=== mss_clk_rst_core ===
==> mss_clk_rst_core/met3.png <==
The bar under the picture is 10 um long. Cells faint in the background.
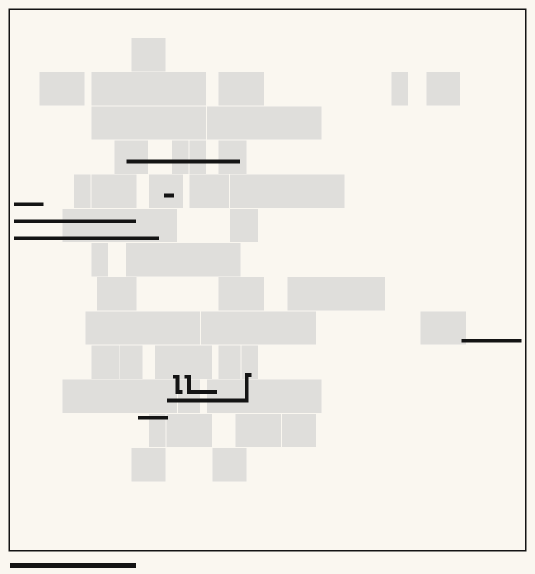

File: src/rtl/mss_clk_rst_core.sv
// Clock/reset front end: SYSCLK divider, reset synchroniser, lock delay and fabric reset release.
// Define MSS_WATCHDOG_EN to build the watchdog that can re-sequence the fabric reset.
module mss_clk_rst_core #(
  parameter int unsigned FAB_DIV         = 2,
  parameter int unsigned RST_SYNC_STAGES = 2,
  parameter int unsigned LOCK_CYCLES     = 16,
  parameter int unsigned WDOG_CYCLES     = 1024
) (
  input  logic SYSCLK,
  input  logic MSS_RESET_N,
  output logic FAB_CLK,
  output logic M2F_RESET_N,
  output logic MSS_LOCK,
  input  logic WDOG_KICK,
  output logic WDOG_TIMEOUT
);

  localparam int unsigned HALF   = FAB_DIV / 2;
  localparam int unsigned DIV_W  = (HALF > 1) ? $clog2(HALF) : 1;
  localparam int unsigned LOCK_W = (LOCK_CYCLES > 1) ? $clog2(LOCK_CYCLES) : 1;

  logic [RST_SYNC_STAGES-1:0] sync_q;
  logic                       rst_s_n;
  logic [DIV_W-1:0]           div_cnt;
  logic                       div_wrap;
  logic                       fab_fall;
  logic [LOCK_W-1:0]          lock_cnt;
  logic                       wd_expire;

  // Asynchronous assert, synchronous deassert through RST_SYNC_STAGES flops.
  always_ff @(posedge SYSCLK or negedge MSS_RESET_N) begin
    if (!MSS_RESET_N) sync_q <= '0;
    else              sync_q <= {sync_q[RST_SYNC_STAGES-2:0], 1'b1};
  end

  assign rst_s_n  = sync_q[RST_SYNC_STAGES-1];
  assign div_wrap = rst_s_n && (div_cnt == DIV_W'(HALF - 1));
  assign fab_fall = div_wrap && FAB_CLK;

  // FAB_CLK is a flop output; it toggles only when the half-period counter wraps.
  always_ff @(posedge SYSCLK or negedge MSS_RESET_N) begin
    if (!MSS_RESET_N) begin
      div_cnt <= '0;
      FAB_CLK <= 1'b0;
    end else if (!rst_s_n) begin
      div_cnt <= '0;
      FAB_CLK <= 1'b0;
    end else if (div_wrap) begin
      div_cnt <= '0;
      FAB_CLK <= ~FAB_CLK;
    end else begin
      div_cnt <= div_cnt + DIV_W'(1);
    end
  end

  // Lock delay; MSS_LOCK holds until reset or watchdog expiry restarts the count.
  always_ff @(posedge SYSCLK or negedge MSS_RESET_N) begin
    if (!MSS_RESET_N) begin
      lock_cnt <= '0;
      MSS_LOCK <= 1'b0;
    end else if (!rst_s_n || wd_expire) begin
      lock_cnt <= '0;
      MSS_LOCK <= 1'b0;
    end else if (!MSS_LOCK) begin
      if (lock_cnt == LOCK_W'(LOCK_CYCLES - 1)) MSS_LOCK <= 1'b1;
      else                                      lock_cnt <= lock_cnt + LOCK_W'(1);
    end
  end

  // Fabric reset releases only on a FAB_CLK falling toggle, never on a rising one.
  always_ff @(posedge SYSCLK or negedge MSS_RESET_N) begin
    if (!MSS_RESET_N)                 M2F_RESET_N <= 1'b0;
    else if (!rst_s_n || wd_expire)   M2F_RESET_N <= 1'b0;
    else if (MSS_LOCK && fab_fall)    M2F_RESET_N <= 1'b1;
  end

`ifdef MSS_WATCHDOG_EN
  localparam int unsigned WD_W = $clog2(WDOG_CYCLES);

  logic [WD_W-1:0] wd_cnt;

  // A kick on the expiry cycle takes priority and suppresses the timeout.
  assign wd_expire = M2F_RESET_N && !WDOG_KICK && (wd_cnt == WD_W'(WDOG_CYCLES - 1));

  always_ff @(posedge SYSCLK or negedge MSS_RESET_N) begin
    if (!MSS_RESET_N) begin
      wd_cnt       <= '0;
      WDOG_TIMEOUT <= 1'b0;
    end else begin
      WDOG_TIMEOUT <= wd_expire;
      if (WDOG_KICK || wd_expire) wd_cnt <= '0;
      else if (M2F_RESET_N)       wd_cnt <= wd_cnt + WD_W'(1);
    end
  end
`else
  logic unused_wdog;

  assign wd_expire    = 1'b0;
  assign WDOG_TIMEOUT = 1'b0;
  assign unused_wdog  = WDOG_KICK ^ (WDOG_CYCLES == 0);
`endif

endmodule

File: config.mk
export PLATFORM = sky130hd
export DESIGN_NAME = mss_clk_rst_core
export DESIGN_NICKNAME = d
export VERILOG_FILES = /design/src/rtl/mss_clk_rst_core.sv
export SDC_FILE = /design/constraint.sdc
export NUM_CORES = 1
export LEC_CHECK = 0
export CORE_AREA = 2 2 39 41
export CTS_BUF_LIST = sky130_fd_sc_hd__clkbuf_4 sky130_fd_sc_hd__clkbuf_8
export DETAILED_ROUTE_END_ITERATION = 8
export DIE_AREA = 0 0 41 43
export GPL_TIMING_DRIVEN = 0
export PLACE_DENSITY = 0.55
export SYNTH_ARGS = -nofsm -noshare
export SYNTH_HDL_FRONTEND = slang
export SYNTH_SLANG_ARGS = --single-unit
File: constraint.sdc
create_clock -name SYSCLK -period 2.6 [get_ports SYSCLK]
set_input_delay 0.26 -clock SYSCLK [delete_from_list [all_inputs] [get_ports SYSCLK]]
set_output_delay 0.26 -clock SYSCLK [all_outputs]
set_load 0.05 [all_outputs]
=== spi_obi_arbiter ===
===== src/rtl/spi_obi_pkg.sv =====
// rtl/spi_obi_pkg.sv - shared state, port-index and error-data definitions for the SPI/OBI arbiter
package spi_obi_pkg;

  typedef enum logic [1:0] {
    ST_IDLE = 2'd0,
    ST_ADDR = 2'd1,
    ST_RESP = 2'd2
  } arb_state_e;

  typedef logic port_idx_t;

  localparam logic [31:0] ERR_RDATA = 32'hDEADBEEF;

endpackage


===== src/rtl/spi_obi_rr_picker.sv =====
// rtl/spi_obi_rr_picker.sv - combinational 2-way round-robin selection
module spi_obi_rr_picker
  import spi_obi_pkg::*;
(
  input  logic [1:0] req,
  input  port_idx_t  prio,
  output logic       valid,
  output port_idx_t  idx
);

  always_comb begin
    valid = |req;
    if (req == 2'b11) idx = prio;
    else              idx = req[1];
  end

endmodule


===== src/rtl/spi_obi_arbiter.sv =====
// rtl/spi_obi_arbiter.sv - two-requester OBI arbiter with one outstanding transaction
// Optional response timeout enabled by defining ARB_TIMEOUT_EN.
module spi_obi_arbiter
  import spi_obi_pkg::*;
#(
  parameter int OBI_ADDR_WIDTH = 32,
  parameter int OBI_DATA_WIDTH = 32,
  parameter int TIMEOUT_CYCLES = 255
) (
  input  logic                        obi_aclk,
  input  logic                        obi_areset,
  input  logic [1:0]                  s_req,
  output logic [1:0]                  s_gnt,
  input  logic [2*OBI_ADDR_WIDTH-1:0] s_addr,
  input  logic [1:0]                  s_we,
  input  logic [2*OBI_DATA_WIDTH-1:0] s_w_data,
  input  logic [7:0]                  s_be,
  output logic [1:0]                  s_r_valid,
  output logic [OBI_DATA_WIDTH-1:0]   s_r_data,
  output logic                        obi_master_req,
  input  logic                        obi_master_gnt,
  output logic [OBI_ADDR_WIDTH-1:0]   obi_master_addr,
  output logic                        obi_master_we,
  output logic [OBI_DATA_WIDTH-1:0]   obi_master_w_data,
  output logic [3:0]                  obi_master_be,
  input  logic                        obi_master_r_valid,
  input  logic [OBI_DATA_WIDTH-1:0]   obi_master_r_data,
  output logic                        busy,
  output logic                        owner,
  output logic                        timeout_err
);

  arb_state_e r_state;
  port_idx_t  r_owner;
  port_idx_t  r_prio;
  logic       r_busy;

  logic       w_pick_valid;
  port_idx_t  w_pick_idx;
  logic       w_in_addr;
  logic       w_in_resp;
  logic       w_own_req;
  logic       w_timeout;
  logic       w_rsp_done;

  spi_obi_rr_picker u_picker (
    .req   (s_req),
    .prio  (r_prio),
    .valid (w_pick_valid),
    .idx   (w_pick_idx)
  );

  assign w_in_addr  = (r_state == ST_ADDR);
  assign w_in_resp  = (r_state == ST_RESP);
  assign w_own_req  = s_req[r_owner];

`ifdef ARB_TIMEOUT_EN
  localparam int CNT_W = $clog2(TIMEOUT_CYCLES + 1);
  logic [CNT_W-1:0] r_resp_cnt;

  // r_resp_cnt is the number of RESP cycles already elapsed, so the last allowed cycle sees TIMEOUT_CYCLES-1
  assign w_timeout = w_in_resp && !obi_master_r_valid &&
                     (r_resp_cnt == CNT_W'(TIMEOUT_CYCLES - 1));

  always_ff @(posedge obi_aclk) begin
    if (obi_areset || !w_in_resp) r_resp_cnt <= '0;
    else                          r_resp_cnt <= r_resp_cnt + 1'b1;
  end
`else
  assign w_timeout = 1'b0;
`endif

  assign w_rsp_done = w_in_resp && (obi_master_r_valid || w_timeout);

  always_comb begin
    s_gnt     = 2'b00;
    s_r_valid = 2'b00;
    if (w_in_addr)  s_gnt[r_owner]     = obi_master_gnt;
    if (w_rsp_done) s_r_valid[r_owner] = 1'b1;
  end

  assign s_r_data          = w_timeout ? OBI_DATA_WIDTH'(ERR_RDATA) : obi_master_r_data;
  assign obi_master_req    = w_in_addr && w_own_req;
  assign obi_master_addr   = !w_in_addr ? '0 :
                             (r_owner ? s_addr[2*OBI_ADDR_WIDTH-1:OBI_ADDR_WIDTH]
                                      : s_addr[OBI_ADDR_WIDTH-1:0]);
  assign obi_master_w_data = !w_in_addr ? '0 :
                             (r_owner ? s_w_data[2*OBI_DATA_WIDTH-1:OBI_DATA_WIDTH]
                                      : s_w_data[OBI_DATA_WIDTH-1:0]);
  assign obi_master_be     = !w_in_addr ? 4'h0 : (r_owner ? s_be[7:4] : s_be[3:0]);
  assign obi_master_we     = w_in_addr && s_we[r_owner];

  assign busy        = r_busy;
  assign owner       = r_owner;
  assign timeout_err = w_timeout;

  always_ff @(posedge obi_aclk) begin
    if (obi_areset) begin
      r_state <= ST_IDLE;
      r_owner <= 1'b0;
      r_prio  <= 1'b0;
      r_busy  <= 1'b0;
    end else begin
      case (r_state)
        ST_IDLE: begin
          if (w_pick_valid) begin
            r_owner <= w_pick_idx;
            r_state <= ST_ADDR;
            r_busy  <= 1'b1;
          end
        end
        ST_ADDR: begin
          // a withdrawn request is abandoned without touching the priority pointer
          if (!w_own_req) begin
            r_state <= ST_IDLE;
            r_busy  <= 1'b0;
          end else if (obi_master_gnt) begin
            r_state <= ST_RESP;
          end
        end
        ST_RESP: begin
          if (w_rsp_done) begin
            r_state <= ST_IDLE;
            r_prio  <= ~r_owner;
            r_busy  <= 1'b0;
          end
        end
        default: begin
          r_state <= ST_IDLE;
          r_busy  <= 1'b0;
        end
      endcase
    end
  end

endmodule


===== config.mk =====
export PLATFORM = sky130hd
export DESIGN_NAME = spi_obi_arbiter
export DESIGN_NICKNAME = d
export VERILOG_FILES = /design/src/rtl/spi_obi_pkg.sv /design/src/rtl/spi_obi_rr_picker.sv /design/src/rtl/spi_obi_arbiter.sv
export SDC_FILE = /design/constraint.sdc
export NUM_CORES = 1
export LEC_CHECK = 0
export CAP_MARGIN = 20
export CORE_AREA = 8 8 105 107
export DETAILED_ROUTE_END_ITERATION = 10
export DIE_AREA = 0 0 113 115
export GPL_TIMING_DRIVEN = 1
export PLACE_DENSITY = 0.8
export REMOVE_ABC_BUFFERS = 1
export SETUP_SLACK_MARGIN = 0.3
export SLEW_MARGIN = 20
export SYNTH_ARGS = -nofsm -noshare
export SYNTH_HDL_FRONTEND = slang
export SYNTH_SLANG_ARGS = --single-unit

===== constraint.sdc =====
create_clock -name obi_aclk -period 2.5 [get_ports obi_aclk]
set_input_delay 0.5 -clock obi_aclk [delete_from_list [all_inputs] [get_ports obi_aclk]]
set_output_delay 0.5 -clock obi_aclk [all_outputs]
set_load 0.01 [all_outputs]

==> spi_obi_arbiter/met3.png <==
The bar under the picture is 20 um long. Cells faint in the background.
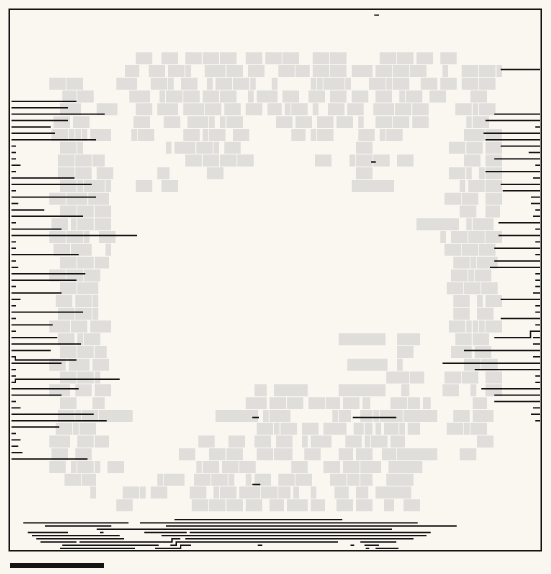
longest straight run = 62.6 um
nets with wire on the layer = 132

==> flow_metrics.py, spi_obi_arbiter <==
# Generated from Yosys and OpenROAD reports
metrics = {
    "grt": {
        "grt_pass1_vias": 2408,
        "grt-busiest-layer": "met2",
        "globalRouteMet2Util_pct": 21.2,
        "grt_use_met1_pct": 14.5,
    },
    "timing": {
        "setup_ws_ns": 0.309,
        "post-route-min-period_ns": 2.19,
    },
    "logic_synthesis": {
        "ys_sh_adder_pct": 0,
        "synth.area.top_cells": "mux2i_1 (43%), nor2_1 (16%), buf_4 (16%)",
        "simple_gate_share_pct": 22.8,
        "synth_async_sr_flop_share_pct": 0,
    },
    "worst_setup_path": {
        "worstSetupPathType": "in2out",
        "cp.arrival_ns": 1.69,
        "cp.depth": 4,
        "max_stage_delay_ns": 0.55,
    },
    "placed_design": {
        "gp_congestion": 0.844,
        "io_buffers": 219,
    },
    "clock_network": {
        "cts_buffers": 3,
        "post_cts_buffers": 0,
        "cts_root_buf": "clkbuf_8",
    },
    "run_status": {
        "outcome": "finished clean",
    },
    "routing": {
        "routedWlPerCell_um": 19.3,
        "dr.max_layer_used": "met5",
    },
    "cells_and_area": {
        "fin_util_pct": 41.9,
    },
    "floorplanning": {
        "die_y_um": 115,
    },
    "job": {
        "drv_cap": 0,
    },
}
==> mss_clk_rst_core/final_clocks.png <==
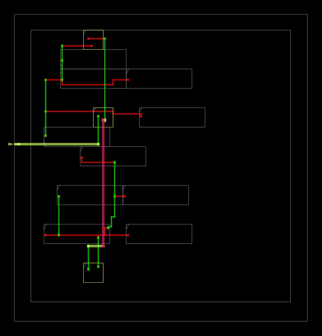
layout clock buffer count: 3
Worst Skew: 0.00295 ns

## Picture notes: mss_clk_rst_core/met3.png
nets with wire on the layer = 9
main direction = horizontal
longest straight run = 11.3 um

==> flow_metrics.py, mss_clk_rst_core <==
# Generated from Yosys and OpenROAD reports
metrics = {
    "run_status": {
        "outcome": "finished clean",
    },
    "clock_network": {
        "clkSinkCount": 10,
        "ctsResizeCount": 0,
    },
    "timing": {
        "hold_viol": 0,
        "setup_tns_ns": 0,
        "finalSetupViolCount": 0,
    },
    "worst_setup_path": {
        "critPathSlowestCell": "clkdlybuf4s50_1",
        "cp.arrival_ns": 1.61,
        "r2r-start": "lock_cnt[0]",
    },
    "job": {
        "tool_warnings": 27,
    },
    "cells_and_area": {
        "fin_area_um2": 504,
        "clk_share_pct": 4.47,
        "drive_above_1_share_pct": 12.2,
        "signal_buffers": 5,
        "mostFrequentLayoutCells": "dfrtp_1 (10), clkdlybuf4s50_1 (4), conb_1 (3), clkbuf_4 (3)",
        "layout.area.comb_um2": 160,
        "lay_top_count": "dfrtp_1",
    },
    "logic_synthesis": {
        "ys_area_um2": 418,
        "netlist_instances": 33,
        "synth_area_um2": 418,
        "largest_area_cell": "dfrtp_1",
        "most_common_cell": "dfrtp_1",
    },
    "routing": {
        "drc": 0,
        "dr.max_layer_used": "met4",
    },
    "power_and_ir_drop": {
        "pg_comb_uw": 30.2,
    },
    "placed_design": {
        "dpl.cell_count": 54,
        "gp_congestion": 0.772,
    },
}

=== mult_share_sched ===
==> mult_share_sched/met2.png <==
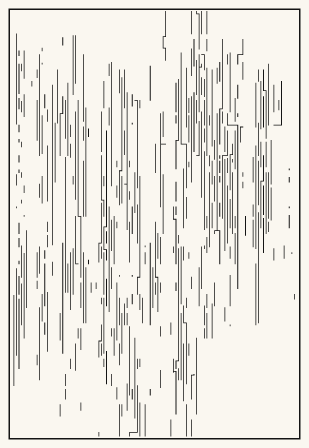

===== src/rtl/mult_sched_pkg.sv =====
// Shared widths, default requester count and FSM encodings for the multiplier scheduler.
// Latency: n/a (declarations only).
// Backpressure: n/a.
package mult_sched_pkg;

    localparam int OPW      = 4;   // operand width
    localparam int PW       = 8;   // product width
    localparam int NREQ_DEF = 4;   // default number of requesters

    typedef enum logic {
        S_EMPTY = 1'b0,
        S_FULL  = 1'b1
    } state_t;

endpackage


===== src/rtl/multiplier.sv =====
// Purely combinational 4x4 unsigned multiplier shared by all requesters.
// Latency: 0 cycles (combinational).
// Backpressure: none; output follows inputs.
module multiplier (
    output logic [7:0] Product,
    input  logic [3:0] A,
    input  logic [3:0] B
);

    // zero-extend before multiplying so the full 8-bit result is kept
    assign Product = {4'b0000, A} * {4'b0000, B};

endmodule


===== src/rtl/rr_arbiter.sv =====
// Round-robin arbiter: picks the first set req bit at or above ptr, wrapping modulo N.
// Latency: 0 cycles (combinational).
// Backpressure: en=0 forces gnt to zero.
module rr_arbiter #(
    parameter int N = 4,
    parameter int W = 2
) (
    input  logic [N-1:0] req,
    input  logic [W-1:0] ptr,
    input  logic         en,
    output logic [N-1:0] gnt,
    output logic [W-1:0] gnt_idx
);

    logic found;
    int   idx;

    // scan N positions starting at ptr; the first valid requester wins
    always_comb begin
        gnt     = '0;
        gnt_idx = '0;
        found   = 1'b0;
        idx     = 0;
        for (int k = 0; k < N; k++) begin
            idx = int'(ptr) + k;
            if (idx >= N) begin
                idx = idx - N;
            end
            if (en && !found && req[idx]) begin
                gnt[idx] = 1'b1;
                gnt_idx  = W'(idx);
                found    = 1'b1;
            end
        end
    end

endmodule


===== src/rtl/mult_share_sched.sv =====
// Round-robin time-sharing of one 4x4 multiplier among NREQ requesters, one tagged registered response.
// Latency: grant in cycle T, product/id valid at T+1; one op per cycle while rsp_ready=1.
// Backpressure: while a result is held and rsp_ready=0 no requester is granted and the result holds.
// Optional statistics counters are built when MULT_SCHED_STATS_EN is defined.
module mult_share_sched
    import mult_sched_pkg::*;
#(
    parameter int NREQ = NREQ_DEF,
    parameter int IDW  = $clog2(NREQ)
`ifdef MULT_SCHED_STATS_EN
    ,
    parameter int CNT_W = 16
`endif
) (
    input  logic                  clk,
    input  logic                  rst_n,
    input  logic [NREQ-1:0]       req_valid,
    input  logic [OPW*NREQ-1:0]   req_a,
    input  logic [OPW*NREQ-1:0]   req_b,
    output logic [NREQ-1:0]       req_ready,
    output logic                  rsp_valid,
    output logic [PW-1:0]         rsp_product,
    output logic [IDW-1:0]        rsp_id,
    input  logic                  rsp_ready
`ifdef MULT_SCHED_STATS_EN
    ,
    output logic [CNT_W*NREQ-1:0] stat_grants,
    output logic [CNT_W-1:0]      stat_stall
`endif
);

    state_t           state;
    logic [IDW-1:0]   rr_ptr;
    logic [IDW-1:0]   ptr_next;
    logic [NREQ-1:0]  gnt;
    logic [IDW-1:0]   gnt_idx;
    logic             gnt_any;
    logic             can_issue;
    logic [OPW-1:0]   op_a;
    logic [OPW-1:0]   op_b;
    logic [PW-1:0]    mul_out;

    // a new op may issue when the output slot is free or is being drained this cycle
    assign can_issue = (state == S_EMPTY) | rsp_ready;
    assign gnt_any   = |gnt;
    assign req_ready = gnt;

    rr_arbiter #(
        .N (NREQ),
        .W (IDW)
    ) u_arb (
        .req     (req_valid),
        .ptr     (rr_ptr),
        .en      (can_issue),
        .gnt     (gnt),
        .gnt_idx (gnt_idx)
    );

    // route only the granted requester's operands into the shared multiplier
    always_comb begin
        op_a = req_a[int'(gnt_idx)*OPW +: OPW];
        op_b = req_b[int'(gnt_idx)*OPW +: OPW];
    end

    multiplier u_mul (
        .Product (mul_out),
        .A       (op_a),
        .B       (op_b)
    );

    // pointer moves one past the winner, wrapping from NREQ-1 back to 0
    assign ptr_next = (int'(gnt_idx) == NREQ - 1) ? '0 : gnt_idx + 1'b1;

    // output-slot FSM with registered response and round-robin pointer
    always_ff @(posedge clk) begin
        if (!rst_n) begin
            state       <= S_EMPTY;
            rsp_valid   <= 1'b0;
            rsp_product <= '0;
            rsp_id      <= '0;
            rr_ptr      <= '0;
        end else begin
            case (state)
                S_EMPTY: begin
                    if (gnt_any) begin
                        state     <= S_FULL;
                        rsp_valid <= 1'b1;
                    end
                end
                S_FULL: begin
                    if (rsp_ready && !gnt_any) begin
                        state     <= S_EMPTY;
                        rsp_valid <= 1'b0;
                    end
                end
                default: begin
                    state     <= S_EMPTY;
                    rsp_valid <= 1'b0;
                end
            endcase
            if (gnt_any) begin
                rsp_product <= mul_out;
                rsp_id      <= gnt_idx;
                rr_ptr      <= ptr_next;
            end
        end
    end

`ifdef MULT_SCHED_STATS_EN
    logic [CNT_W-1:0] grant_cnt [NREQ];
    logic [CNT_W-1:0] stall_cnt;

    // saturating per-requester grant counters and output-stall counter
    always_ff @(posedge clk) begin
        if (!rst_n) begin
            for (int i = 0; i < NREQ; i++) begin
                grant_cnt[i] <= '0;
            end
            stall_cnt <= '0;
        end else begin
            for (int i = 0; i < NREQ; i++) begin
                if (gnt[i] && (grant_cnt[i] != '1)) begin
                    grant_cnt[i] <= grant_cnt[i] + 1'b1;
                end
            end
            if (rsp_valid && !rsp_ready && (stall_cnt != '1)) begin
                stall_cnt <= stall_cnt + 1'b1;
            end
        end
    end

    for (genvar g = 0; g < NREQ; g++) begin : g_stat
        assign stat_grants[g*CNT_W +: CNT_W] = grant_cnt[g];
    end
    assign stat_stall = stall_cnt;
`endif

endmodule


===== config.mk =====
export PLATFORM = sky130hd
export DESIGN_NAME = mult_share_sched
export DESIGN_NICKNAME = d
export VERILOG_FILES = /design/src/rtl/mult_sched_pkg.sv /design/src/rtl/multiplier.sv /design/src/rtl/rr_arbiter.sv /design/src/rtl/mult_share_sched.sv
export SDC_FILE = /design/constraint.sdc
export NUM_CORES = 1
export LEC_CHECK = 0
export CAP_MARGIN = 20
export CORE_ASPECT_RATIO = 1.5
export CORE_UTILIZATION = 47
export DETAILED_ROUTE_END_ITERATION = 7
export PLACE_DENSITY = 0.81
export RECOVER_POWER = 100
export SETUP_SLACK_MARGIN = 0.5
export SLEW_MARGIN = 5
export SYNTH_ARGS = -nofsm -noshare
export SYNTH_HDL_FRONTEND = slang
export SYNTH_SLANG_ARGS = --single-unit

===== constraint.sdc =====
create_clock -name clk -period 7.2 [get_ports clk]
set_input_delay 1.44 -clock clk [delete_from_list [all_inputs] [get_ports clk]]
set_output_delay 1.44 -clock clk [all_outputs]
set_load 0.01 [all_outputs]

=== blocpu_loader_flat ===
## src/rtl/blocpu_loader_pkg.sv

```systemverilog
// blocpu_loader shared definitions: command bytes, reply bytes,
// FSM state encoding and status-byte bit positions.
package blocpu_loader_pkg;

  localparam int INSTR_W = 12;

  localparam logic [7:0] CMD_LOAD = 8'h4C;
  localparam logic [7:0] CMD_RUN  = 8'h52;
  localparam logic [7:0] CMD_HALT = 8'h48;
  localparam logic [7:0] CMD_STAT = 8'h3F;

  localparam logic [7:0] ACK_BYTE = 8'h06;
  localparam logic [7:0] NAK_BYTE = 8'h15;

  localparam int ST_OVR = 4;
  localparam int ST_OK  = 3;
  localparam int ST_ERR = 2;
  localparam int ST_RST = 1;
  localparam int ST_RUN = 0;

  typedef enum logic [2:0] {
    S_IDLE,
    S_CNT_LO,
    S_CNT_HI,
    S_INS_LO,
    S_INS_HI,
    S_WRITE,
    S_CHK,
    S_REPLY
  } state_t;

  function automatic logic [7:0] status_byte(
    input logic ovr,
    input logic ok,
    input logic err,
    input logic rst,
    input logic run
  );
    logic [7:0] b;
    b         = '0;
    b[ST_OVR] = ovr;
    b[ST_OK]  = ok;
    b[ST_ERR] = err;
    b[ST_RST] = rst;
    b[ST_RUN] = run;
    return b;
  endfunction

endpackage

```

## src/rtl/blocpu_loader_if.sv

```systemverilog
// blocpu_loader bus: UART byte rx/tx handshake plus the
// core instruction-write and run-control signals.
interface blocpu_loader_if #(
  parameter int ADDR_W = 16
);
  import blocpu_loader_pkg::*;

  logic [7:0]         rx_data;
  logic               rx_valid;
  logic [7:0]         tx_data;
  logic               tx_start;
  logic               tx_busy;
  logic               core_reset;
  logic               core_running;
  logic [INSTR_W-1:0] core_instr;
  logic [ADDR_W-1:0]  core_addr;
  logic               core_write;
  logic               core_run_st;
  logic               core_rst_st;

  modport master (
    input  rx_data, rx_valid, tx_busy,
    input  core_run_st, core_rst_st,
    output tx_data, tx_start,
    output core_reset, core_running,
    output core_instr, core_addr, core_write
  );

  modport slave (
    output rx_data, rx_valid, tx_busy,
    output core_run_st, core_rst_st,
    input  tx_data, tx_start,
    input  core_reset, core_running,
    input  core_instr, core_addr, core_write
  );

endinterface

```

## src/rtl/blocpu_loader_reply.sv

```systemverilog
// Reply holder: latches one reply byte, waits for the UART
// transmitter to go idle, then pulses tx_start for one cycle.
module blocpu_loader_reply (
  input  logic       clk,
  input  logic       rst_n,
  input  logic       load,
  input  logic [7:0] reply_byte,
  input  logic       tx_busy,
  output logic       sent,
  output logic [7:0] tx_data,
  output logic       tx_start
);

  logic       pend_q;
  logic [7:0] byte_q;

  assign sent = pend_q & ~tx_busy;

  // hold pending byte, launch it once the transmitter is free
  always_ff @(posedge clk or negedge rst_n) begin
    if (!rst_n) begin
      pend_q   <= 1'b0;
      byte_q   <= '0;
      tx_data  <= '0;
      tx_start <= 1'b0;
    end else begin
      tx_start <= sent;
      if (sent) tx_data <= byte_q;
      if (load) begin
        pend_q <= 1'b1;
        byte_q <= reply_byte;
      end else if (sent) begin
        pend_q <= 1'b0;
      end
    end
  end

endmodule

```

## src/rtl/blocpu_loader.sv

```systemverilog
// Serial program loader / run controller for blocpu_core.
// Optional BLOCPU_LOADER_CHECKSUM_EN adds a trailing XOR byte check.
module blocpu_loader
  import blocpu_loader_pkg::*;
#(
  parameter int         ADDR_W = 16,
  parameter logic [7:0] ACK    = ACK_BYTE,
  parameter logic [7:0] NAK    = NAK_BYTE
) (
  input logic              CLK,
  input logic              RST_N,
  blocpu_loader_if.master  bus
);

  state_t             state_q, state_n;
  logic               live_q;
  logic [7:0]         cnt_lo_q, cnt_lo_n;
  logic [15:0]        rem_q, rem_n;
  logic [ADDR_W-1:0]  addr_q, addr_n;
  logic [7:0]         lo_q, lo_n;
  logic [INSTR_W-1:0] instr_q, instr_n;
  logic               err_q, err_n;
  logic               ok_q, ok_n;
  logic               ovr_q, ovr_n;
  logic               crst_q, crst_n;
  logic               crun_q, crun_n;
`ifdef BLOCPU_LOADER_CHECKSUM_EN
  logic [7:0]         csum_q, csum_n;
  logic               chk_bad;
`endif

  logic       rx;
  logic [15:0] cnt_full;
  logic       reply_load;
  logic [7:0] reply_byte;
  logic       reply_sent;

  // a byte arriving with the reset release edge is never taken
  assign rx       = bus.rx_valid & live_q;
  assign cnt_full = {bus.rx_data, cnt_lo_q};

  // next-state and datapath decisions
  always_comb begin
    state_n    = state_q;
    cnt_lo_n   = cnt_lo_q;
    rem_n      = rem_q;
    addr_n     = addr_q;
    lo_n       = lo_q;
    instr_n    = instr_q;
    err_n      = err_q;
    ok_n       = ok_q;
    ovr_n      = ovr_q;
    crst_n     = crst_q;
    crun_n     = crun_q;
    reply_load = 1'b0;
    reply_byte = ACK;
`ifdef BLOCPU_LOADER_CHECKSUM_EN
    csum_n     = csum_q;
    chk_bad    = err_q | (bus.rx_data != csum_q);
`endif
    unique case (state_q)
      S_IDLE: begin
        if (rx) begin
          unique case (1'b1)
            (bus.rx_data == CMD_LOAD): begin
              state_n = S_CNT_LO;
              crst_n  = 1'b1;
              crun_n  = 1'b0;
              ok_n    = 1'b0;
              err_n   = 1'b0;
              ovr_n   = 1'b0;
`ifdef BLOCPU_LOADER_CHECKSUM_EN
              csum_n  = '0;
`endif
            end
            (bus.rx_data == CMD_RUN): begin
              state_n    = S_REPLY;
              reply_load = 1'b1;
              if (ok_q) begin
                crst_n     = 1'b0;
                crun_n     = 1'b1;
                reply_byte = ACK;
              end else begin
                reply_byte = NAK;
              end
            end
            (bus.rx_data == CMD_HALT): begin
              state_n    = S_REPLY;
              reply_load = 1'b1;
              crun_n     = 1'b0;
              reply_byte = ACK;
            end
            (bus.rx_data == CMD_STAT): begin
              state_n    = S_REPLY;
              reply_load = 1'b1;
              reply_byte = status_byte(ovr_q, ok_q, err_q,
                                       bus.core_rst_st,
                                       bus.core_run_st);
            end
            default: begin
              state_n    = S_REPLY;
              reply_load = 1'b1;
              reply_byte = NAK;
            end
          endcase
        end
      end
      S_CNT_LO: begin
        if (rx) begin
          cnt_lo_n = bus.rx_data;
          state_n  = S_CNT_HI;
        end
      end
      S_CNT_HI: begin
        if (rx) begin
          if (cnt_full == 16'd0) begin
            ok_n       = 1'b1;
            reply_load = 1'b1;
            reply_byte = ACK;
            state_n    = S_REPLY;
          end else begin
            rem_n   = cnt_full;
            addr_n  = '0;
            state_n = S_INS_LO;
          end
        end
      end
      S_INS_LO: begin
        if (rx) begin
          lo_n    = bus.rx_data;
          state_n = S_INS_HI;
`ifdef BLOCPU_LOADER_CHECKSUM_EN
          csum_n  = csum_q ^ bus.rx_data;
`endif
        end
      end
      S_INS_HI: begin
        if (rx) begin
          instr_n = {bus.rx_data[3:0], lo_q};
          if (bus.rx_data[7:4] != 4'h0) err_n = 1'b1;
          state_n = S_WRITE;
`ifdef BLOCPU_LOADER_CHECKSUM_EN
          csum_n  = csum_q ^ bus.rx_data;
`endif
        end
      end
      S_WRITE: begin
        addr_n = addr_q + 1'b1;
        rem_n  = rem_q - 16'd1;
        if (rem_q == 16'd1) begin
`ifdef BLOCPU_LOADER_CHECKSUM_EN
          state_n = S_CHK;
`else
          ok_n       = ~err_q;
          reply_load = 1'b1;
          reply_byte = err_q ? NAK : ACK;
          state_n    = S_REPLY;
`endif
        end else begin
          state_n = S_INS_LO;
        end
      end
`ifdef BLOCPU_LOADER_CHECKSUM_EN
      S_CHK: begin
        if (rx) begin
          err_n      = chk_bad;
          ok_n       = ~chk_bad;
          reply_load = 1'b1;
          reply_byte = chk_bad ? NAK : ACK;
          state_n    = S_REPLY;
        end
      end
`endif
      S_REPLY: begin
        if (rx) ovr_n = 1'b1;
        if (reply_sent) state_n = S_IDLE;
      end
      default: state_n = S_IDLE;
    endcase
  end

  // state and datapath registers
  always_ff @(posedge CLK or negedge RST_N) begin
    if (!RST_N) begin
      state_q  <= S_IDLE;
      live_q   <= 1'b0;
      cnt_lo_q <= '0;
      rem_q    <= '0;
      addr_q   <= '0;
      lo_q     <= '0;
      instr_q  <= '0;
      err_q    <= 1'b0;
      ok_q     <= 1'b0;
      ovr_q    <= 1'b0;
      crst_q   <= 1'b1;
      crun_q   <= 1'b0;
`ifdef BLOCPU_LOADER_CHECKSUM_EN
      csum_q   <= '0;
`endif
    end else begin
      state_q  <= state_n;
      live_q   <= 1'b1;
      cnt_lo_q <= cnt_lo_n;
      rem_q    <= rem_n;
      addr_q   <= addr_n;
      lo_q     <= lo_n;
      instr_q  <= instr_n;
      err_q    <= err_n;
      ok_q     <= ok_n;
      ovr_q    <= ovr_n;
      crst_q   <= crst_n;
      crun_q   <= crun_n;
`ifdef BLOCPU_LOADER_CHECKSUM_EN
      csum_q   <= csum_n;
`endif
    end
  end

  assign bus.core_reset   = crst_q;
  assign bus.core_running = crun_q;
  assign bus.core_instr   = instr_q;
  assign bus.core_addr    = addr_q;
  assign bus.core_write   = (state_q == S_WRITE);

  blocpu_loader_reply u_reply (
    .clk        (CLK),
    .rst_n      (RST_N),
    .load       (reply_load),
    .reply_byte (reply_byte),
    .tx_busy    (bus.tx_busy),
    .sent       (reply_sent),
    .tx_data    (bus.tx_data),
    .tx_start   (bus.tx_start)
  );

endmodule

```

## src/flat_wrapper.sv

```systemverilog
// flat-port wrapper written by rule: the top's interface ports become plain ports
module blocpu_loader_flat import blocpu_loader_pkg::*;
#(
  parameter int         ADDR_W = 16,
  parameter logic [7:0] ACK    = ACK_BYTE,
  parameter logic [7:0] NAK    = NAK_BYTE
)
  (CLK, RST_N, bus_rx_data, bus_rx_valid, bus_tx_busy, bus_core_run_st, bus_core_rst_st, bus_tx_data, bus_tx_start, bus_core_reset, bus_core_running, bus_core_instr, bus_core_addr, bus_core_write);
  blocpu_loader_if #(.ADDR_W(ADDR_W)) bus_i ();
  input logic CLK;
  input logic RST_N;
  input wire logic [$bits(bus_i.rx_data)-1:0] bus_rx_data;
  input wire logic [$bits(bus_i.rx_valid)-1:0] bus_rx_valid;
  input wire logic [$bits(bus_i.tx_busy)-1:0] bus_tx_busy;
  input wire logic [$bits(bus_i.core_run_st)-1:0] bus_core_run_st;
  input wire logic [$bits(bus_i.core_rst_st)-1:0] bus_core_rst_st;
  output wire logic [$bits(bus_i.tx_data)-1:0] bus_tx_data;
  output wire logic [$bits(bus_i.tx_start)-1:0] bus_tx_start;
  output wire logic [$bits(bus_i.core_reset)-1:0] bus_core_reset;
  output wire logic [$bits(bus_i.core_running)-1:0] bus_core_running;
  output wire logic [$bits(bus_i.core_instr)-1:0] bus_core_instr;
  output wire logic [$bits(bus_i.core_addr)-1:0] bus_core_addr;
  output wire logic [$bits(bus_i.core_write)-1:0] bus_core_write;
  assign bus_i.rx_data = bus_rx_data;
  assign bus_i.rx_valid = bus_rx_valid;
  assign bus_i.tx_busy = bus_tx_busy;
  assign bus_i.core_run_st = bus_core_run_st;
  assign bus_i.core_rst_st = bus_core_rst_st;
  assign bus_tx_data = bus_i.tx_data;
  assign bus_tx_start = bus_i.tx_start;
  assign bus_core_reset = bus_i.core_reset;
  assign bus_core_running = bus_i.core_running;
  assign bus_core_instr = bus_i.core_instr;
  assign bus_core_addr = bus_i.core_addr;
  assign bus_core_write = bus_i.core_write;
  blocpu_loader #(.ADDR_W(ADDR_W), .ACK(ACK), .NAK(NAK)) u_core (.CLK(CLK), .RST_N(RST_N), .bus(bus_i));
endmodule
```

## config.mk

```make
export PLATFORM = sky130hd
export DESIGN_NAME = blocpu_loader_flat
export DESIGN_NICKNAME = d
export VERILOG_FILES = /design/src/rtl/blocpu_loader_pkg.sv /design/src/rtl/blocpu_loader_if.sv /design/src/rtl/blocpu_loader_reply.sv /design/src/rtl/blocpu_loader.sv /design/src/flat_wrapper.sv
export SDC_FILE = /design/constraint.sdc
export NUM_CORES = 1
export LEC_CHECK = 0
export CAP_MARGIN = 20
export CELL_PAD_IN_SITES_DETAIL_PLACEMENT = 2
export CELL_PAD_IN_SITES_GLOBAL_PLACEMENT = 2
export CORE_MARGIN = 3
export CORE_UTILIZATION = 38
export DETAILED_ROUTE_END_ITERATION = 16
export PLACE_DENSITY = 0.87
export REMOVE_ABC_BUFFERS = 1
export SLEW_MARGIN = 40
export SYNTH_ARGS = -nofsm -noshare
export SYNTH_HDL_FRONTEND = slang
export SYNTH_SLANG_ARGS = --single-unit
```

## constraint.sdc

```tcl
create_clock -name CLK -period 5.1 [get_ports CLK]
set_clock_uncertainty 0.1 [all_clocks]
set_input_delay 1.275 -clock CLK [delete_from_list [all_inputs] [get_ports CLK]]
set_output_delay 1.275 -clock CLK [all_outputs]
set_load 0.02 [all_outputs]
```

=== rr_bus_arbiter_flat ===
==> src/rtl/rr_bus_arbiter_pkg.sv <==
// Shared types and constants for the round-robin bus arbiter.
package bus_arb_pkg;

    localparam int N_MASTERS = 3;

    typedef logic [N_MASTERS-1:0] arb_vector;

    localparam arb_vector NO_REQUEST = '0;
    localparam arb_vector NO_GRANT   = '0;

    typedef enum logic {
        IDLE = 1'b0,
        BUSY = 1'b1
    } arb_state_t;

endpackage

==> src/rtl/rr_bus_arbiter_if.sv <==
// Request/grant bundle between the bus masters and the arbiter.
interface rr_bus_arbiter_if #(
    parameter int N_MASTERS = bus_arb_pkg::N_MASTERS
);
    localparam int ID_W = (N_MASTERS > 1) ? $clog2(N_MASTERS) : 1;

    logic [N_MASTERS-1:0] bus_req;
    logic                 bus_ack;
    logic                 bus_lock;
    logic [N_MASTERS-1:0] bus_grant;
    logic [ID_W-1:0]      grant_id;
    logic                 timeout_err;

    modport master (
        output bus_req, bus_ack, bus_lock,
        input  bus_grant, grant_id, timeout_err
    );

    modport slave (
        input  bus_req, bus_ack, bus_lock,
        output bus_grant, grant_id, timeout_err
    );

endinterface

==> src/rtl/rr_bus_arbiter_pick.sv <==
// Combinational round-robin pick: first set request strictly above ptr, wrapping.
module rr_pick #(
    parameter int N_MASTERS = 3,
    localparam int ID_W     = (N_MASTERS > 1) ? $clog2(N_MASTERS) : 1
) (
    input  logic [N_MASTERS-1:0] req,
    input  logic [ID_W-1:0]      ptr,
    output logic [N_MASTERS-1:0] winner,
    output logic [ID_W-1:0]      winner_id,
    output logic                 any_req
);

    int idx;

    always_comb begin
        winner    = '0;
        winner_id = '0;
        any_req   = 1'b0;
        idx       = 0;
        for (int k = 1; k <= N_MASTERS; k++) begin
            idx = (int'(ptr) + k) % N_MASTERS;
            if (!any_req && req[idx]) begin
                any_req     = 1'b1;
                winner[idx] = 1'b1;
                winner_id   = idx[ID_W-1:0];
            end
        end
    end

endmodule

==> src/rtl/rr_bus_arbiter.sv <==
// Round-robin bus arbiter with lock support and per-grant ack timeout.
module rr_bus_arbiter #(
    parameter int N_MASTERS      = 3,
    parameter int TIMEOUT_CYCLES = 16
) (
    input logic             clk,
    input logic             reset,
    rr_bus_arbiter_if.slave bus
);
    import bus_arb_pkg::arb_state_t;
    import bus_arb_pkg::IDLE;
    import bus_arb_pkg::BUSY;

    localparam int ID_W  = (N_MASTERS > 1) ? $clog2(N_MASTERS) : 1;
    localparam int CNT_W = $clog2(TIMEOUT_CYCLES) + 1;
    localparam logic [ID_W-1:0]  PTR_INIT = ID_W'(N_MASTERS - 1);
    localparam logic [CNT_W-1:0] CNT_LAST = CNT_W'(TIMEOUT_CYCLES - 1);

    arb_state_t           state_q, state_d;
    logic [N_MASTERS-1:0] grant_q, grant_d;
    logic [ID_W-1:0]      id_q, id_d;
    logic [ID_W-1:0]      ptr_q, ptr_d;
    logic [CNT_W-1:0]     cnt_q, cnt_d;
    logic                 err_q, err_d;

    logic [N_MASTERS-1:0] win;
    logic [ID_W-1:0]      win_id;
    logic                 any_req;

    rr_pick #(.N_MASTERS(N_MASTERS)) u_pick (
        .req       (bus.bus_req),
        .ptr       (ptr_q),
        .winner    (win),
        .winner_id (win_id),
        .any_req   (any_req)
    );

    always_ff @(posedge clk) begin
        if (reset) begin
            state_q <= IDLE;
            grant_q <= '0;
            id_q    <= '0;
            ptr_q   <= PTR_INIT;
            cnt_q   <= '0;
            err_q   <= 1'b0;
        end else begin
            state_q <= state_d;
            grant_q <= grant_d;
            id_q    <= id_d;
            ptr_q   <= ptr_d;
            cnt_q   <= cnt_d;
            err_q   <= err_d;
        end
    end

    always_comb begin
        state_d = state_q;
        grant_d = grant_q;
        id_d    = id_q;
        ptr_d   = ptr_q;
        cnt_d   = cnt_q;
        err_d   = 1'b0;
        case (state_q)
            IDLE: begin
                if (any_req) begin
                    state_d = BUSY;
                    grant_d = win;
                    id_d    = win_id;
                    ptr_d   = win_id;
                    cnt_d   = '0;
                end
            end
            BUSY: begin
                // ack beats a coincident timeout; a locked owner keeps the bus
                if (bus.bus_ack) begin
                    cnt_d = '0;
                    if (!(bus.bus_lock && bus.bus_req[id_q])) begin
                        if (any_req) begin
                            grant_d = win;
                            id_d    = win_id;
                            ptr_d   = win_id;
                        end else begin
                            state_d = IDLE;
                            grant_d = '0;
                        end
                    end
                end else if (cnt_q == CNT_LAST) begin
                    state_d = IDLE;
                    grant_d = '0;
                    cnt_d   = '0;
                    err_d   = 1'b1;
                end else begin
                    cnt_d = cnt_q + CNT_W'(1);
                end
            end
            default: begin
                state_d = IDLE;
                grant_d = '0;
            end
        endcase
    end

    assign bus.bus_grant   = grant_q;
    assign bus.grant_id    = id_q;
    assign bus.timeout_err = err_q;

    a_onehot : assert property (@(posedge clk) disable iff (reset) $onehot0(grant_q));
    a_hold   : assert property (@(posedge clk) disable iff (reset)
        (state_q == BUSY && !bus.bus_ack && cnt_q != CNT_LAST) |=> $stable(grant_q));
    a_pulse  : assert property (@(posedge clk) disable iff (reset) err_q |=> !err_q);

endmodule

==> src/flat_wrapper.sv <==
// flat-port wrapper written by rule: the top's interface ports become plain ports
module rr_bus_arbiter_flat import bus_arb_pkg::arb_state_t; import bus_arb_pkg::IDLE; import bus_arb_pkg::BUSY;
#(
    parameter int N_MASTERS      = 3,
    parameter int TIMEOUT_CYCLES = 16
)
  (clk, reset, bus_bus_req, bus_bus_ack, bus_bus_lock, bus_bus_grant, bus_grant_id, bus_timeout_err);
  rr_bus_arbiter_if #(.N_MASTERS(N_MASTERS)) bus_i ();
  input logic clk;
  input logic reset;
  input wire logic [$bits(bus_i.bus_req)-1:0] bus_bus_req;
  input wire logic [$bits(bus_i.bus_ack)-1:0] bus_bus_ack;
  input wire logic [$bits(bus_i.bus_lock)-1:0] bus_bus_lock;
  output wire logic [$bits(bus_i.bus_grant)-1:0] bus_bus_grant;
  output wire logic [$bits(bus_i.grant_id)-1:0] bus_grant_id;
  output wire logic [$bits(bus_i.timeout_err)-1:0] bus_timeout_err;
  assign bus_i.bus_req = bus_bus_req;
  assign bus_i.bus_ack = bus_bus_ack;
  assign bus_i.bus_lock = bus_bus_lock;
  assign bus_bus_grant = bus_i.bus_grant;
  assign bus_grant_id = bus_i.grant_id;
  assign bus_timeout_err = bus_i.timeout_err;
  rr_bus_arbiter #(.N_MASTERS(N_MASTERS), .TIMEOUT_CYCLES(TIMEOUT_CYCLES)) u_core (.clk(clk), .reset(reset), .bus(bus_i));
endmodule
==> config.mk <==
export PLATFORM = sky130hd
export DESIGN_NAME = rr_bus_arbiter_flat
export DESIGN_NICKNAME = d
export VERILOG_FILES = /design/src/rtl/rr_bus_arbiter_pkg.sv /design/src/rtl/rr_bus_arbiter_if.sv /design/src/rtl/rr_bus_arbiter_pick.sv /design/src/rtl/rr_bus_arbiter.sv /design/src/flat_wrapper.sv
export SDC_FILE = /design/constraint.sdc
export NUM_CORES = 1
export LEC_CHECK = 0
export ABC_AREA = 1
export ABC_CLOCK_PERIOD_IN_PS = 2400
export CORE_MARGIN = 10
export CORE_UTILIZATION = 55
export CTS_BUF_LIST = sky130_fd_sc_hd__clkbuf_2 sky130_fd_sc_hd__clkbuf_4 sky130_fd_sc_hd__clkbuf_8
export DETAILED_ROUTE_END_ITERATION = 10
export PLACE_DENSITY = 0.85
export SLEW_MARGIN = 20
export SYNTH_ARGS = -nofsm -noshare
export SYNTH_HDL_FRONTEND = slang
export SYNTH_HIERARCHICAL = 1
export SYNTH_SLANG_ARGS = --single-unit
==> constraint.sdc <==
create_clock -name clk -period 2.4 [get_ports clk]
set_input_delay 0.36 -clock clk [delete_from_list [all_inputs] [get_ports clk]]
set_output_delay 0.36 -clock clk [all_outputs]
set_load 0.005 [all_outputs]

==> layout pictures side by side <==
Met1 routing.
The bar under the picture is 20 um long. Supply wires on this layer in gray.
panel A
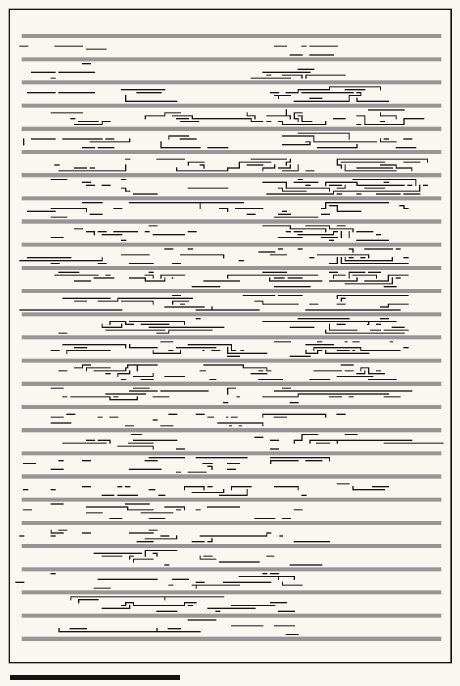
panel B
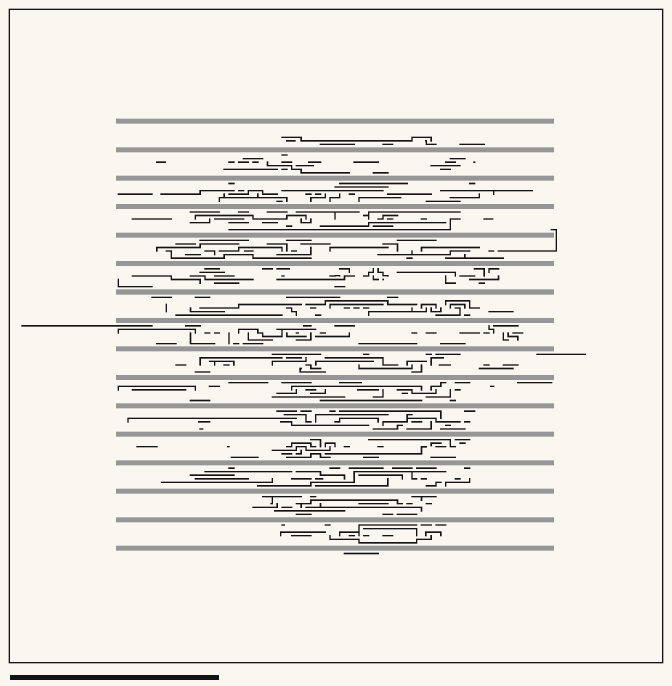
panel C
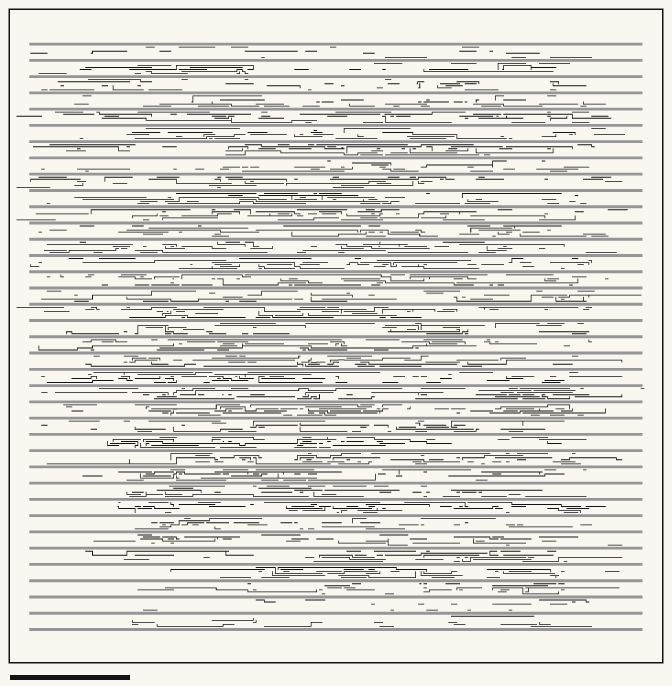
rr_bus_arbiter_flat is panel B.
mult_share_sched is panel A.
blocpu_loader_flat is panel C.

==> rr_bus_arbiter_flat/met2.png <==
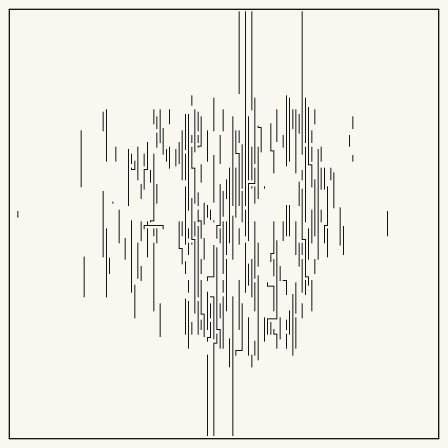
longest straight run = 28.2 um
share of all routed wire = 48%
nets with wire on the layer = 147
main direction = vertical

==> rr_bus_arbiter_flat/met3.png <==
The bar under the picture is 20 um long. Cells faint in the background.
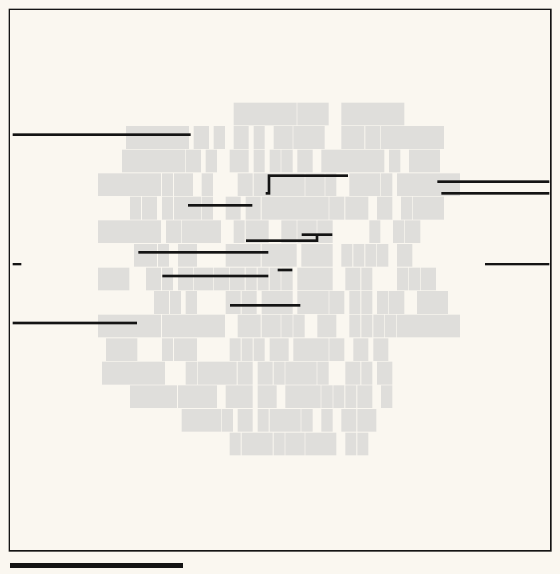
nets with wire on the layer = 11
main direction = horizontal

==> flow_metrics.py, rr_bus_arbiter_flat <==
# Generated from Yosys and OpenROAD reports
metrics = {
    "run_status": {
        "outcome": "finished clean",
    },
    "floorplanning": {
        "die_area_um2": 3880,
        "core_um2": 1710,
    },
    "grt": {
        "grt_pass1_wl_um": 3840,
        "grt_pass1_vias": 885,
    },
    "logic_synthesis": {
        "synth_async_sr_flop_share_pct": 0,
        "topCombFamilyByArea": "simple AND/OR/NAND/NOR gates",
        "yosys_cells": 145,
        "netlist_instances": 145,
        "synthTopCellsByCount": "nand2_1 (34), nand3_1 (18), dfxtp_1 (13)",
    },
    "timing": {
        "grt_setup_unrepaired": "false",
        "slew_headroom_pct": 80.1,
        "post-route-min-period_ns": 2.15,
        "hold_viol": 0,
        "finalSetupViolCount": 0,
    },
    "routing": {
        "drc": 0,
        "antenna_left": 0,
        "dr.max_layer_used": "met4",
    },
    "clock_network": {
        "clockBufferDepth": 2,
        "hold_buffers": 0,
    },
    "power_and_ir_drop": {
        "swShare_pct": 50.2,
        "peakVddDrop_mv": 0.958,
    },
    "cells_and_area": {
        "signal_buffers": 13,
        "syn_to_final_growth_pct": 18.0,
    },
    "worst_setup_path": {
        "critical_path.cell_chain": "inv_1, ha_2, nand2_1, nand3_2, nand2_4, nand2_2, clkinv_2, nand3_1, inv_1, o21ai_0, nand2_1, nand3_1, nand2_1, nor2_1",
        "critPathMaxFanout": 10,
        "crit_required_ns": 2.62,
    },
}
==> mult_share_sched/met3.png <==
The bar under the picture is 20 um long. Cells faint in the background.
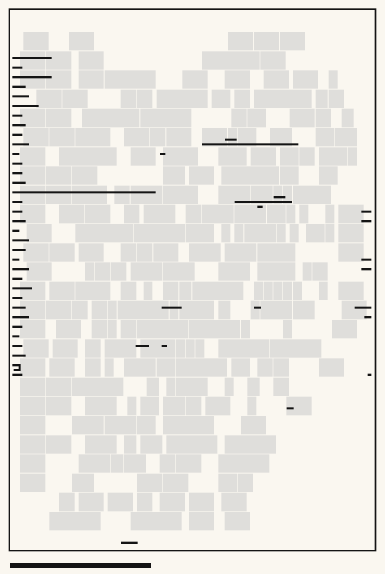
wire length on this layer = 117 um
share of all routed wire = 3.2%
main direction = horizontal
nets with wire on the layer = 48
longest straight run = 20.0 um

==> mult_share_sched/gate_families.png <==
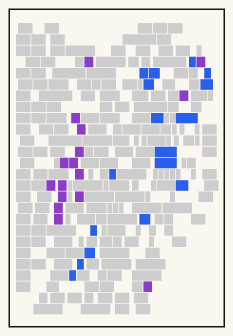
AND and OR gates -> purple  # cells 16, most used and2_1
inverting AOI/OAI gates -> blue  # cells 17, most used a21oi_1

## Picture notes: mult_share_sched/met2.png
share of all routed wire = 56%
wire length on this layer = 2020 um

==> flow_metrics.py, mult_share_sched <==
# Generated from Yosys and OpenROAD reports
metrics = {
    "power_and_ir_drop": {
        "power-top-group": "combinational logic",
        "pwr.group.clock_uw": 76.9,
    },
    "clock_network": {
        "cts_buffers": 3,
        "clk_latency_ns": 0.24,
        "hold_buffers": 0,
        "clkSinkCount": 14,
        "clockBufferDepth": 2,
    },
    "logic_synthesis": {
        "yosys_cells": 185,
        "simple_gate_share_pct": 18.2,
        "yosysWarnings": 0,
        "mux_share_pct": 25.0,
        "synth_seq_share_pct": 16.1,
    },
    "worst_setup_path": {
        "critical_path.cell_chain": "dlygate4sd3_1, mux4_2, or3_1, a2111o_1, o221ai_1, buf_6, mux2i_1, nand2_1, fa_1, inv_1, fa_1, ha_1, a21o_1, a21oi_1, o21bai_1, a21oi_1, xnor2_1, mux2i_1, nor2b_1",
        "critPathSlowestCell": "dlygate4sd3_1",
    },
    "cells_and_area": {
        "mostFrequentLayoutCells": "clkdlybuf4s50_1 (37), mux2i_1 (27), ha_1 (20)",
        "final_nets": 303,
        "syn_to_final_growth_pct": 35.9,
        "signal_buffers": 59,
        "seqCellArea_um2": 280,
    },
    "routing": {
        "dr_total_vias": 1533,
        "dr_wl_met3_um": 116,
        "dr.max_layer_used": "met4",
    },
    "timing": {
        "grt_setup_unrepaired": "false",
        "drv_slew": 9,
        "post-route-min-period_ns": 6.56,
    },
    "min_path": {
        "whs_endpoint": "rsp_product[0]",
        "min-delay-start": "rsp_product[0]",
    },
    "job": {
        "drv_cap": 1,
    },
    "run_status": {
        "outcome": "complete, but fails checks",
        "violations": "max-capacitance violations, max-slew violations",
    },
    "floorplanning": {
        "die_area_um2": 3950,
    },
    "placed_design": {
        "post-dp-hpwl_um": 2960,
    },
    "grt": {
        "grt_pass1_wl_um": 5800,
        "gr-total-overflow": 0,
        "grt_max_degree": 18,
    },
}
==> blocpu_loader_flat/met4.png <==
Supply wires on this layer in gray.
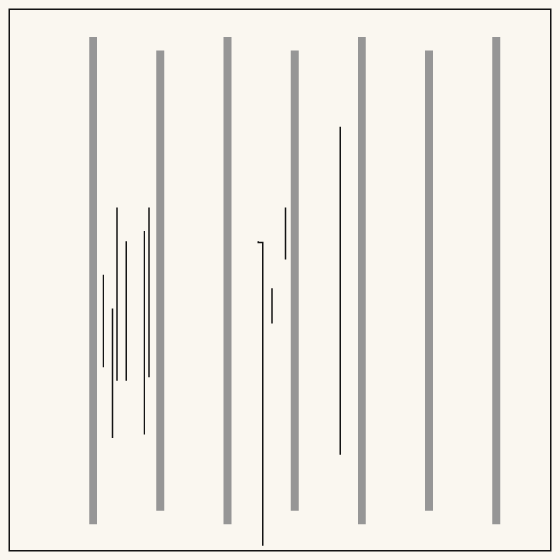
nets with wire on the layer = 10
share of all routed wire = 2.5%
longest straight run = 66.0 um

==> flow_metrics.py, blocpu_loader_flat <==
# Generated from Yosys and OpenROAD reports
metrics = {
    "run_status": {
        "outcome": "finished clean",
    },
    "logic_synthesis": {
        "ys_sh_xor_pct": 0.217,
        "synth_area_um2": 4040,
        "yosysWarnings": 0,
        "synth_top_area_share_pct": 49.6,
        "syn_area_per_cell_um2": 10.1,
    },
    "timing": {
        "fmax_mhz": 271,
    },
    "worst_setup_path": {
        "max_stage_delay_ns": 0.58,
        "critical_path.cell_chain": "clkdlybuf4s50_1, nor4_2, nand4_1, nor3_4, nor2_1, a221o_1",
        "r2r_end": "u_core.u_reply.byte_q[0]",
        "crit_path_start": "bus_rx_data[2]",
    },
    "power_and_ir_drop": {
        "pg_comb_uw": 721,
        "pwr-share-clk_pct": 19.0,
        "seqPwrFrac_pct": 48.6,
    },
    "cells_and_area": {
        "seq_share_pct": 42.1,
        "seq_cells": 81,
    },
}


==> gallery <==
Clock routing.
image #1
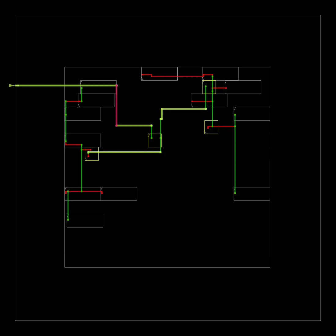
image #2
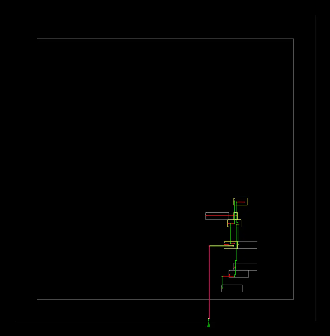
image #3
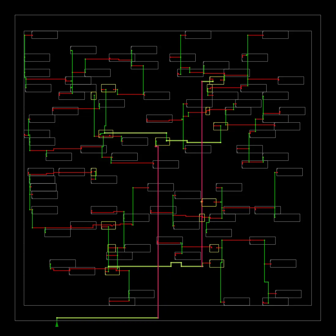
image #4
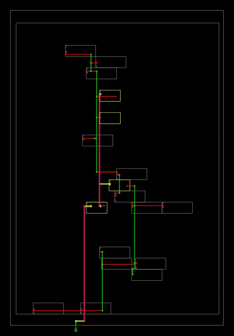
- fewest sequential cells: image #2
- most clock buffers: image #3
rr_bus_arbiter_flat is image #1.
mult_share_sched is image #4.
blocpu_loader_flat is image #3.
spi_obi_arbiter is image #2.

Power is estimated from default activity; no workload was simulated.
